# ---- design 1 ----
**Design 1: signal wires by layer**

Only two layers are drawn.
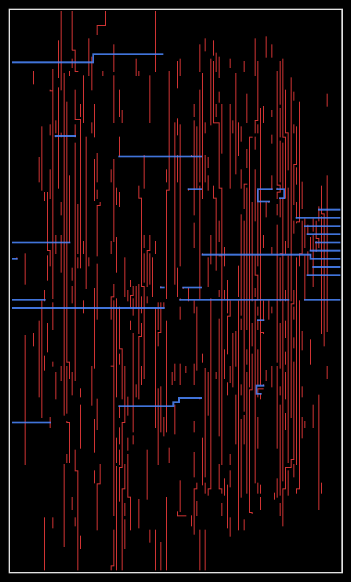

**src/rtl/swo_uart_rx.sv**
```systemverilog
// swo_uart_rx: 8N1 NRZ receiver for the SWO trace pin.
// Oversamples swo on trace_clk, recovers bytes at a programmable bit period,
// and hands them to the capture path through a one-deep holding register.
module swo_uart_rx #(
  parameter int pDIV_WIDTH = 12
) (
  input  logic                  trace_clk,
  input  logic                  reset,
  input  logic                  swo,
  input  logic                  I_swo_enable,
  input  logic [pDIV_WIDTH-1:0] I_swo_div,
  input  logic                  I_data_ready,
  input  logic                  I_clear_errors,
  output logic [7:0]            O_data,
  output logic                  O_data_valid,
  output logic                  O_busy,
  output logic                  O_framing_error,
  output logic                  O_overrun
);

  typedef enum logic [1:0] {ST_IDLE, ST_START, ST_DATA, ST_STOP} state_t;

  state_t                r_state, w_state_nxt;
  logic                  r_s1, r_s2, r_s3;
  logic [pDIV_WIDTH-1:0] r_div_l, r_cnt;
  logic [pDIV_WIDTH-1:0] w_div_clamp, w_cnt_load;
  logic [2:0]            r_bit_idx;
  logic [7:0]            r_shift;
  logic                  w_start, w_sample, w_load, w_shift_en;
  logic                  w_deliver, w_frame_err, w_accept, w_overrun_set;

  // Divisors below 3 leave too little room around the mid-bit sample point.
  assign w_div_clamp = (I_swo_div < pDIV_WIDTH'(3)) ? pDIV_WIDTH'(3) : I_swo_div;
  assign w_start     = (r_state == ST_IDLE) & I_swo_enable & r_s3 & ~r_s2;
  assign w_sample    = (r_cnt == '0);

  // Two-flop synchronizer plus one delay flop for falling-edge detection.
  always_ff @(posedge trace_clk) begin
    if (reset) begin
      r_s1 <= 1'b1;
      r_s2 <= 1'b1;
      r_s3 <= 1'b1;
    end else begin
      r_s1 <= swo;
      r_s2 <= r_s1;
      r_s3 <= r_s2;
    end
  end

  // State register; busy is registered alongside it.
  always_ff @(posedge trace_clk) begin
    if (reset) begin
      r_state <= ST_IDLE;
      O_busy  <= 1'b0;
    end else begin
      r_state <= w_state_nxt;
      O_busy  <= (w_state_nxt != ST_IDLE);
    end
  end

  // Next state and per-cycle datapath strobes.
  always_comb begin
    w_state_nxt = r_state;
    w_load      = 1'b0;
    w_cnt_load  = r_div_l;
    w_shift_en  = 1'b0;
    w_deliver   = 1'b0;
    w_frame_err = 1'b0;
    case (r_state)
      ST_IDLE: begin
        if (w_start) begin
          w_state_nxt = ST_START;
          w_load      = 1'b1;
          w_cnt_load  = w_div_clamp >> 1;
        end
      end
      ST_START: begin
        if (w_sample) begin
          if (r_s2) begin
            w_state_nxt = ST_IDLE;
          end else begin
            w_state_nxt = ST_DATA;
            w_load      = 1'b1;
          end
        end
      end
      ST_DATA: begin
        if (w_sample) begin
          w_shift_en = 1'b1;
          w_load     = 1'b1;
          if (r_bit_idx == 3'd7) w_state_nxt = ST_STOP;
        end
      end
      ST_STOP: begin
        if (w_sample) begin
          w_state_nxt = ST_IDLE;
          w_deliver   = r_s2;
          w_frame_err = ~r_s2;
        end
      end
      default: w_state_nxt = ST_IDLE;
    endcase
    // Disable aborts any frame in flight without side effects.
    if (!I_swo_enable) begin
      w_state_nxt = ST_IDLE;
      w_load      = 1'b0;
      w_shift_en  = 1'b0;
      w_deliver   = 1'b0;
      w_frame_err = 1'b0;
    end
  end

  // Bit timing: divisor latch, sample counter, bit index and shift register.
  always_ff @(posedge trace_clk) begin
    if (reset) begin
      r_div_l   <= '0;
      r_cnt     <= '0;
      r_bit_idx <= '0;
      r_shift   <= '0;
    end else begin
      if (w_start) r_div_l <= w_div_clamp;
      if (w_load)              r_cnt <= w_cnt_load;
      else if (r_cnt != '0)    r_cnt <= r_cnt - 1'b1;
      if (r_state == ST_START) r_bit_idx <= '0;
      else if (w_shift_en)     r_bit_idx <= r_bit_idx + 1'b1;
      if (!I_swo_enable)       r_shift <= '0;
      else if (w_shift_en)     r_shift <= {r_s2, r_shift[7:1]};
    end
  end

  // A byte lands if the holder is empty or being drained this same cycle.
  assign w_accept      = w_deliver & (~O_data_valid | I_data_ready);
  assign w_overrun_set = w_deliver & O_data_valid & ~I_data_ready;

  // Holding register with valid/ready handshake.
  always_ff @(posedge trace_clk) begin
    if (reset) begin
      O_data       <= '0;
      O_data_valid <= 1'b0;
    end else if (w_accept) begin
      O_data       <= r_shift;
      O_data_valid <= 1'b1;
    end else if (O_data_valid & I_data_ready) begin
      O_data_valid <= 1'b0;
    end
  end

  // Sticky error flags; a set in the same cycle as a clear wins.
  always_ff @(posedge trace_clk) begin
    if (reset) begin
      O_framing_error <= 1'b0;
      O_overrun       <= 1'b0;
    end else begin
      O_framing_error <= (O_framing_error & ~I_clear_errors) | w_frame_err;
      O_overrun       <= (O_overrun & ~I_clear_errors) | w_overrun_set;
    end
  end

endmodule

```
**config.mk**
```make
export PLATFORM = sky130hd
export DESIGN_NAME = swo_uart_rx
export DESIGN_NICKNAME = d
export VERILOG_FILES = /design/src/rtl/swo_uart_rx.sv
export SDC_FILE = /design/constraint.sdc
export NUM_CORES = 1
export LEC_CHECK = 0
export ABC_CLOCK_PERIOD_IN_PS = 5650
export CAP_MARGIN = 20
export CORE_ASPECT_RATIO = 1.75
export CORE_MARGIN = 2
export CORE_UTILIZATION = 50
export CTS_BUF_LIST = sky130_fd_sc_hd__clkbuf_4 sky130_fd_sc_hd__clkbuf_8 sky130_fd_sc_hd__clkbuf_16
export CTS_CLUSTER_SIZE = 25
export DETAILED_ROUTE_END_ITERATION = 16
export DONT_BUFFER_PORTS = 1
export GPL_TIMING_DRIVEN = 0
export SYNTH_ARGS = -nofsm -noshare
export SYNTH_HDL_FRONTEND = slang
export SYNTH_SLANG_ARGS = --single-unit
```
**constraint.sdc**
```tcl
create_clock -name trace_clk -period 5.65 [get_ports trace_clk]
set_clock_uncertainty 0.05 [all_clocks]
set_input_delay 1.13 -clock trace_clk [delete_from_list [all_inputs] [get_ports trace_clk]]
set_output_delay 1.13 -clock trace_clk [all_outputs]
set_load 0.01 [all_outputs]
```
# ---- design 2 ----
===== config.mk =====
export PLATFORM = sky130hd
export DESIGN_NAME = ttrng_harvest_ctrl_flat
export DESIGN_NICKNAME = d
export VERILOG_FILES = /design/src/rtl/ttrng_pkg.sv /design/src/rtl/ttrng_harvest_ctrl_if.sv /design/src/rtl/ttrng_vn_debias.sv /design/src/rtl/ttrng_harvest_ctrl.sv /design/src/flat_wrapper.sv
export SDC_FILE = /design/constraint.sdc
export NUM_CORES = 1
export LEC_CHECK = 0
export CAP_MARGIN = 5
export CORE_UTILIZATION = 35
export DETAILED_ROUTE_END_ITERATION = 6
export PLACE_DENSITY = 0.54
export SLEW_MARGIN = 0
export SYNTH_ARGS = -nofsm -noshare
export SYNTH_HDL_FRONTEND = slang
export SYNTH_SLANG_ARGS = --single-unit
export TNS_END_PERCENT = 30

===== constraint.sdc =====
create_clock -name clk -period 4.5 [get_ports clk]
set_clock_uncertainty 0.05 [all_clocks]
set_input_delay 1.35 -clock clk [delete_from_list [all_inputs] [get_ports clk]]
set_output_delay 1.35 -clock clk [all_outputs]
set_load 0.01 [all_outputs]

===== src/rtl/ttrng_pkg.sv =====
// Shared types and default timing constants for the SR-latch TRNG harvest controller.
// TTRNG_HEALTH_EN adds the FAIL state used by the repetition-count health test.
package ttrng_pkg;

   localparam int TTRNG_EXCITE_DEF    = 2;
   localparam int TTRNG_SETTLE_DEF    = 3;
   localparam int TTRNG_REP_LIMIT_DEF = 32;

   typedef enum logic [2:0] {
      ST_IDLE   = 3'd0,
      ST_EXCITE = 3'd1,
      ST_SETTLE = 3'd2,
      ST_SAMPLE = 3'd3,
      ST_HOLD   = 3'd4
`ifdef TTRNG_HEALTH_EN
      ,ST_FAIL  = 3'd5
`endif
   } state_e;

   // The phase counter is loaded with (length - 1), so the larger length sets the width.
   function automatic int cnt_width(int a, int b);
      int m;
      m = (a > b) ? a : b;
      return (m < 2) ? 1 : $clog2(m);
   endfunction

endpackage


===== src/rtl/ttrng_harvest_ctrl_if.sv =====
// Valid/ready byte port carrying harvested random bytes to the consumer.
interface ttrng_harvest_ctrl_if;
   logic [7:0] rnd_data;
   logic       rnd_valid;
   logic       rnd_ready;

   modport master (output rnd_data, output rnd_valid, input rnd_ready);
   modport slave  (input rnd_data, input rnd_valid, output rnd_ready);
endinterface


===== src/rtl/ttrng_vn_debias.sv =====
// Von Neumann corrector: pairs consecutive samples, emits the first bit of a 01/10 pair.
module ttrng_vn_debias (
   input  logic clk,
   input  logic rst,
   input  logic sample_i,
   input  logic bit_i,
   output logic emit_o,
   output logic emit_bit_o
);

   logic have_q;
   logic first_q;

   assign emit_o     = sample_i && have_q && (first_q != bit_i);
   assign emit_bit_o = first_q;

   always_ff @(posedge clk) begin
      if (rst) begin
         have_q  <= 1'b0;
         first_q <= 1'b0;
      end else if (sample_i) begin
         if (have_q) begin
            have_q  <= 1'b0;
            first_q <= 1'b0;
         end else begin
            have_q  <= 1'b1;
            first_q <= bit_i;
         end
      end
   end

endmodule


===== src/rtl/ttrng_harvest_ctrl.sv =====
// Excite/settle/sample sequencer for the SR-latch TRNG with debiasing and byte output.
// Optional build macro TTRNG_HEALTH_EN enables the repetition-count health test.
//
// state  | meaning
// IDLE   | waiting for enable
// EXCITE | latch forced to S=R=1 (latch_force high)
// SETTLE | latch released, waiting for metastability and synchronizer
// SAMPLE | one synchronized sample taken into the corrector
// HOLD   | full byte waiting for the output slot to free
// FAIL   | health test tripped, only rst exits (macro builds only)
module ttrng_harvest_ctrl
   import ttrng_pkg::*;
#(
   parameter int EXCITE_CYCLES = TTRNG_EXCITE_DEF,
   parameter int SETTLE_CYCLES = TTRNG_SETTLE_DEF
`ifdef TTRNG_HEALTH_EN
   ,parameter int REP_LIMIT    = TTRNG_REP_LIMIT_DEF
`endif
) (
   input  logic                        clk,
   input  logic                        rst,
   input  logic                        enable,
   output logic                        latch_force,
   input  logic                        raw_bit,
   output logic                        health_fail,
   ttrng_harvest_ctrl_if.master        rnd
);

   localparam int               CNT_W    = cnt_width(EXCITE_CYCLES, SETTLE_CYCLES);
   localparam logic [CNT_W-1:0] EXC_LOAD = CNT_W'(EXCITE_CYCLES - 1);
   localparam logic [CNT_W-1:0] SET_LOAD = CNT_W'(SETTLE_CYCLES - 1);

   logic             sync1_q, sync2_q;
   state_e           state_q, state_d;
   logic [CNT_W-1:0] cnt_q, cnt_d;
   logic [7:0]       shift_q, shift_d;
   logic [3:0]       bitcnt_q, bitcnt_d;
   logic [7:0]       data_q, data_d;
   logic             valid_q, valid_d;
   logic             latch_q;
   logic             sample_stb, vn_emit, vn_bit, slot_free;
   state_e           run_st;

`ifdef TTRNG_HEALTH_EN
   localparam int             REP_W   = $clog2(REP_LIMIT + 1);
   localparam logic [REP_W-1:0] REP_SAT = REP_W'(REP_LIMIT);
   logic [REP_W-1:0] rep_q, rep_d;
   logic             last_q, last_d;
   logic             fail_q, fail_d;
`endif

   assign sample_stb = (state_q == ST_SAMPLE);
   assign slot_free  = !valid_q || rnd.rnd_ready;
   assign run_st     = enable ? ST_EXCITE : ST_IDLE;

   ttrng_vn_debias u_vn (
      .clk        (clk),
      .rst        (rst),
      .sample_i   (sample_stb),
      .bit_i      (sync2_q),
      .emit_o     (vn_emit),
      .emit_bit_o (vn_bit)
   );

   always_comb begin
      state_d  = state_q;
      cnt_d    = cnt_q;
      shift_d  = shift_q;
      bitcnt_d = bitcnt_q;
      data_d   = data_q;
      valid_d  = valid_q;
`ifdef TTRNG_HEALTH_EN
      rep_d    = rep_q;
      last_d   = last_q;
      fail_d   = fail_q;
`endif
      if (valid_q && rnd.rnd_ready) valid_d = 1'b0;
      if (vn_emit) begin
         shift_d  = {shift_q[6:0], vn_bit};
         bitcnt_d = bitcnt_q + 4'd1;
      end

      case (state_q)
         ST_IDLE:   if (enable) state_d = ST_EXCITE;
         ST_EXCITE: if (cnt_q == '0) state_d = ST_SETTLE; else cnt_d = cnt_q - 1'b1;
         ST_SETTLE: if (cnt_q == '0) state_d = ST_SAMPLE; else cnt_d = cnt_q - 1'b1;
         ST_SAMPLE: begin
            state_d = run_st;
            if (vn_emit && bitcnt_q == 4'd7) begin
               if (slot_free) begin
                  data_d   = shift_d;
                  valid_d  = 1'b1;
                  bitcnt_d = 4'd0;
               end else begin
                  state_d = ST_HOLD;
               end
            end
         end
         ST_HOLD: begin
            if (slot_free) begin
               data_d   = shift_q;
               valid_d  = 1'b1;
               bitcnt_d = 4'd0;
               state_d  = run_st;
            end
         end
         default: valid_d = 1'b0;
      endcase

`ifdef TTRNG_HEALTH_EN
      // Run length counts the current sample, so a fresh value restarts at 1.
      if (sample_stb) begin
         last_d = sync2_q;
         if (rep_q != '0 && sync2_q == last_q) begin
            if (rep_q != REP_SAT) rep_d = rep_q + 1'b1;
         end else begin
            rep_d = REP_W'(1);
         end
         if (rep_d == REP_SAT) begin
            fail_d   = 1'b1;
            state_d  = ST_FAIL;
            valid_d  = 1'b0;
            bitcnt_d = 4'd0;
         end
      end
`endif

      if (state_d != state_q) begin
         case (state_d)
            ST_EXCITE: cnt_d = EXC_LOAD;
            ST_SETTLE: cnt_d = SET_LOAD;
            default:   cnt_d = '0;
         endcase
      end
   end

   always_ff @(posedge clk) begin
      if (rst) begin
         sync1_q  <= 1'b0;
         sync2_q  <= 1'b0;
         state_q  <= ST_IDLE;
         cnt_q    <= '0;
         shift_q  <= '0;
         bitcnt_q <= '0;
         data_q   <= '0;
         valid_q  <= 1'b0;
         latch_q  <= 1'b0;
`ifdef TTRNG_HEALTH_EN
         rep_q    <= '0;
         last_q   <= 1'b0;
         fail_q   <= 1'b0;
`endif
      end else begin
         sync1_q  <= raw_bit;
         sync2_q  <= sync1_q;
         state_q  <= state_d;
         cnt_q    <= cnt_d;
         shift_q  <= shift_d;
         bitcnt_q <= bitcnt_d;
         data_q   <= data_d;
         valid_q  <= valid_d;
         latch_q  <= (state_d == ST_EXCITE);
`ifdef TTRNG_HEALTH_EN
         rep_q    <= rep_d;
         last_q   <= last_d;
         fail_q   <= fail_d;
`endif
      end
   end

   assign latch_force   = latch_q;
   assign rnd.rnd_data  = data_q;
   assign rnd.rnd_valid = valid_q;
`ifdef TTRNG_HEALTH_EN
   assign health_fail   = fail_q;
`else
   assign health_fail   = 1'b0;
`endif

endmodule

===== src/flat_wrapper.sv =====
// flat-port wrapper written by rule: the top's interface ports become plain ports
module ttrng_harvest_ctrl_flat import ttrng_pkg::*;
#(
   parameter int EXCITE_CYCLES = TTRNG_EXCITE_DEF,
   parameter int SETTLE_CYCLES = TTRNG_SETTLE_DEF

)
  (clk, rst, enable, latch_force, raw_bit, health_fail, rnd_rnd_data, rnd_rnd_valid, rnd_rnd_ready);
  ttrng_harvest_ctrl_if rnd_i ();
  input  logic clk;
  input  logic rst;
  input  logic enable;
  output logic latch_force;
  input  logic raw_bit;
  output logic health_fail;
  output wire logic [$bits(rnd_i.rnd_data)-1:0] rnd_rnd_data;
  output wire logic [$bits(rnd_i.rnd_valid)-1:0] rnd_rnd_valid;
  input wire logic [$bits(rnd_i.rnd_ready)-1:0] rnd_rnd_ready;
  assign rnd_rnd_data = rnd_i.rnd_data;
  assign rnd_rnd_valid = rnd_i.rnd_valid;
  assign rnd_i.rnd_ready = rnd_rnd_ready;
  ttrng_harvest_ctrl #(.EXCITE_CYCLES(EXCITE_CYCLES), .SETTLE_CYCLES(SETTLE_CYCLES)) u_core (.clk(clk), .rst(rst), .enable(enable), .latch_force(latch_force), .raw_bit(raw_bit), .health_fail(health_fail), .rnd(rnd_i));
endmodule


==> notes/layouts.md <==
Pictures saved along the way, in no particular order.

Clock nets.
panel A
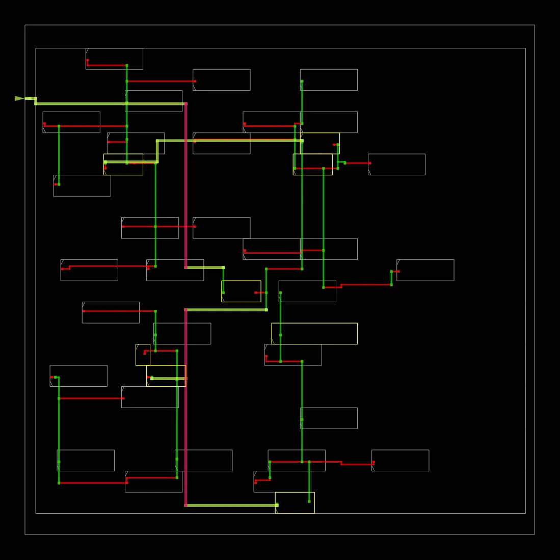
panel B
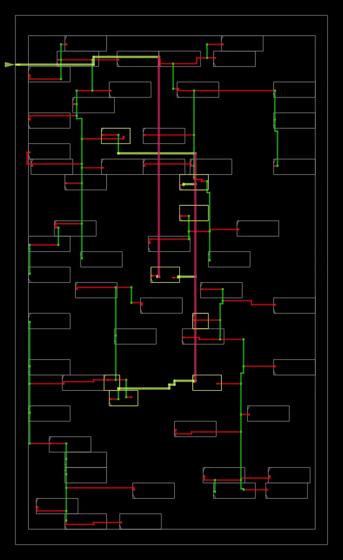
Design 1 is panel B.
Design 2 is panel A.

**Design 2: local utilization**

Scale bar: 20 um. 7 x 7 tiles, from dark purple (low) to yellow (high), 0 to 100% covered.
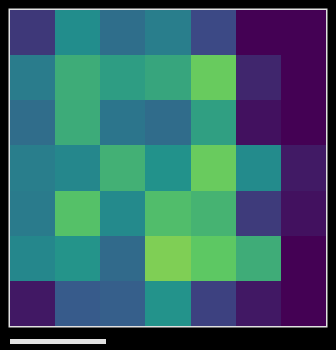
12% of the tiles are nearly empty. 6.1% of the tiles are over 75% full. The emptiest ninth of the die: north-east.

==> impl_metrics.env, design 2 <==
# implementation run metrics
export IMPL_layout_drive_gt1_share=0.1018
export IMPL_critPathLaunchType="input port"
export IMPL_maxSlewViolCount=0
export IMPL_cellLeakagePower_nw=0.6266
export IMPL_n_antenna_cell=0
export IMPL_crit_fanout=4
export IMPL_drc=0
export IMPL_place_area_um2=1564
export IMPL_power_frac_comb=0.189
export IMPL_power_group_top="registers"
export IMPL_nFillCells=369
export IMPL_io_pins=16
export IMPL_post_place_ws_ps=1533
export IMPL_crit_required_ps=4660
export IMPL_r2r_worst_path_cells=4
export IMPL_area_delta_synth_final_pct=18.94
export IMPL_finalCritPeriodShare=0.5974
export IMPL_ys_sh_adder=0.01770
export IMPL_outcome="completed"
export IMPL_synthArstFlopShare=0
export IMPL_use_met3=0.05903
export IMPL_cp_endpoint="u_core.cnt_q[1]"
export IMPL_worst_hold_path_endpoint="u_core.sync2_q"
export IMPL_grt_busiest_layer="met2"
export IMPL_r2r_slack_ps=2250
export IMPL_postSynthAreaPerCell_um2=9.181
export IMPL_top_logic_kind="simple AND/OR/NAND/NOR gates"
export IMPL_worst_endpoint_arrival_ps=2850
export IMPL_ir_drop_mv=0.2103
==> design 2: cell type report <==
| type | count | area, um^2 | share of cell area |
|---|---|---|---|
| well taps | 48 | 60.06 | 0.03571 |
| flip-flops and latches | 31 | 620.6 | 0.3690 |
| clock buffers | 6 | 82.58 | 0.04911 |
| repair buffers | 15 | 147.6 | 0.08780 |
| clock inverters | 2 | 35.03 | 0.02083 |
| inverters | 3 | 11.26 | 0.006696 |
| multi-input cells | 110 | 724.4 | 0.4308 |
==> design 2: registers in the layout (all words and copies together), names as in the netlist <==
signal / cells
u_core.bitcnt_q: 4
u_core.cnt_q: 2
u_core.latch_force: 1
u_core.rnd.rnd_data: 8
u_core.rnd.rnd_valid: 1
u_core.shift_q: 8
u_core.state_q: 3
u_core.sync1_q: 1
u_core.sync2_q: 1
u_core.u_vn.emit_bit_o: 1
u_core.u_vn.have_q: 1
==> design 2: kinds of logic after synthesis <==
| kind of cell | Yosys count |
|---|---|
| AOI/OAI and AO/OA | 34 |
| DFF | 31 |
| and+or+nand+nor | 56 |
| xor gates and xnor gates | 7 |
| adders and majority gates | 2 |
| other | 1 |
| buffers and inverters | 13 |
| muxes | 10 |
**Design 1: where the registers sit**

Scale bar: 20 um. Other sequential cells in the stronger grey, the rest of the logic in the fainter grey.
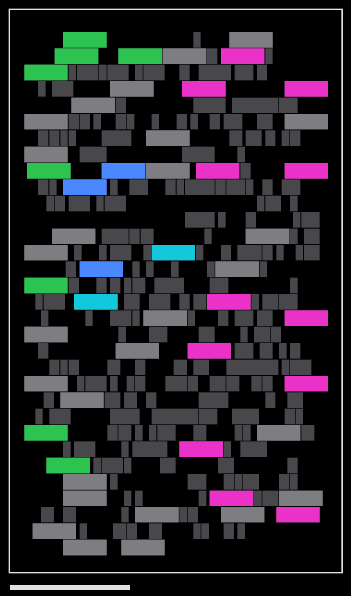
Green marks O_data, placed flops 8. Cyan marks r_state, placed flops 2. Magenta marks r_cnt, placed flops 12. Blue marks r_bit_idx, placed flops 3.

About 'signal wires by layer' of design 1:
Red marks metal 2, wire length 2860 um. Blue marks metal 3, wire length 211 um.

==> impl_metrics.env, design 1 <==
# implementation run metrics
export IMPL_warnings=27
export IMPL_netSwitchingFraction=0.3541
export IMPL_maxSlewViolCount=0
export IMPL_r2r_worst_path_cells=8
export IMPL_setup_tns_ps=0
export IMPL_ys_area_um2=2281
export IMPL_synth_flops=52
export IMPL_crit_required_ps=5810
export IMPL_outcome="completed"
export IMPL_gp_congestion=0.7374
export IMPL_met2_length_um=2864
export IMPL_ys_sh_adder=0.02194
export IMPL_fp_nets=276
export IMPL_drc=0
export IMPL_clock_root_buffer="clkbuf_8"
export IMPL_synth_cellmix_xorXnorShare=0.02688
export IMPL_p_switching_mw=0.3591
export IMPL_synthMuxAreaShare=0.05705
export IMPL_n_antenna_cell=0
export IMPL_power_frac_seq=0.444
export IMPL_cts_tree="yes"
export IMPL_power_group_top="registers"
export IMPL_period_needed_ps=2665
export IMPL_ff_type="dfxtp_1"
design 1: stage by stage:
stage / hold slack [ps] / setup WS, ps / instances / power, mW / util
detailed placement: 346.7 / 2656 / 305 / 0.7909 / 0.5324
global route: 388.9 / 2935 / 313 / 1.065 / 0.5545
CTS: 372.3 / 2968 / 313 / 1.015 / 0.5545
floorplan: 339.5 / 3137 / 254 / 0.7189 / -
global placement: 345.7 / 2690 / 305 / 0.7870 / 0.5324
finish: 368.5 / 2985 / 313 / 1.014 / 0.5545
design 1: registers in the layout, summed over array words and instances (netlist names):
name / flops
r_s3: 1
O_framing_error: 1
r_cnt: 12
O_overrun: 1
r_bit_idx: 3
O_busy: 1
O_data: 8
r_s2: 1
r_shift: 8
r_s1: 1
r_div_l: 12
r_state: 2
O_data_valid: 1
design 1: cell type report:
| class | instances | area share |
|---|---|---|
| multi-input cells | 184 | 0.4749 |
| inverters | 5 | 0.007684 |
| clock buffers | 7 | 0.03689 |
| clock inverters | 1 | 0.003074 |
| flip-flops and latches | 52 | 0.4262 |
| well taps | 51 | 0.02613 |
| plain buffers | 13 | 0.02510 |
design 1: critical path, stage by stage:
cell	delay, ps
or4_1	510
o41ai_1	720
nor2_1	140
o41ai_1	320


==> notes/layouts.md <==
Pictures saved along the way, in no particular order.

Wiring heat map.
picture 1
11 x 19 tiles, from dark purple (low) to yellow (high), scaled to the fullest tile. Values are wire area over tile area, all layers added.
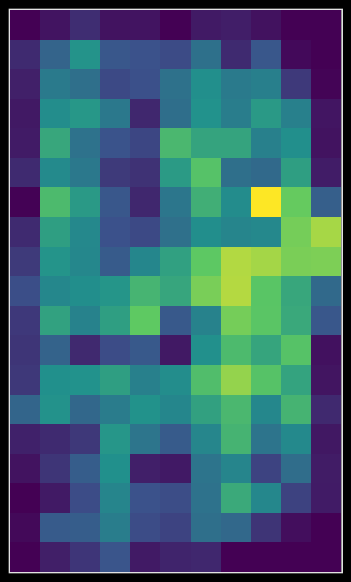
picture 2
13 x 13 tiles, from dark purple (low) to yellow (high), scaled to the fullest tile. Values are wire area over tile area, all layers added.
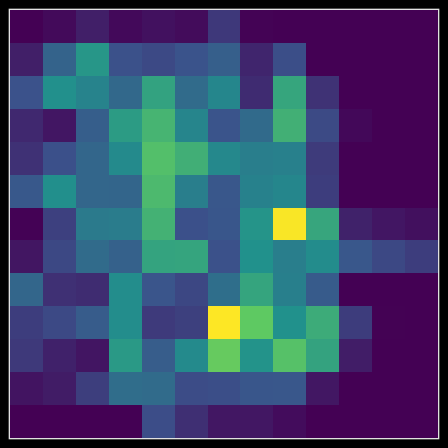
picture 2: design 2
picture 1: design 1

Key to picture 2:
24% of the tiles are nearly empty. The emptiest ninth of the die: north-east. The fullest tile reaches 0.42.

Power is estimated from default activity; no workload was simulated.
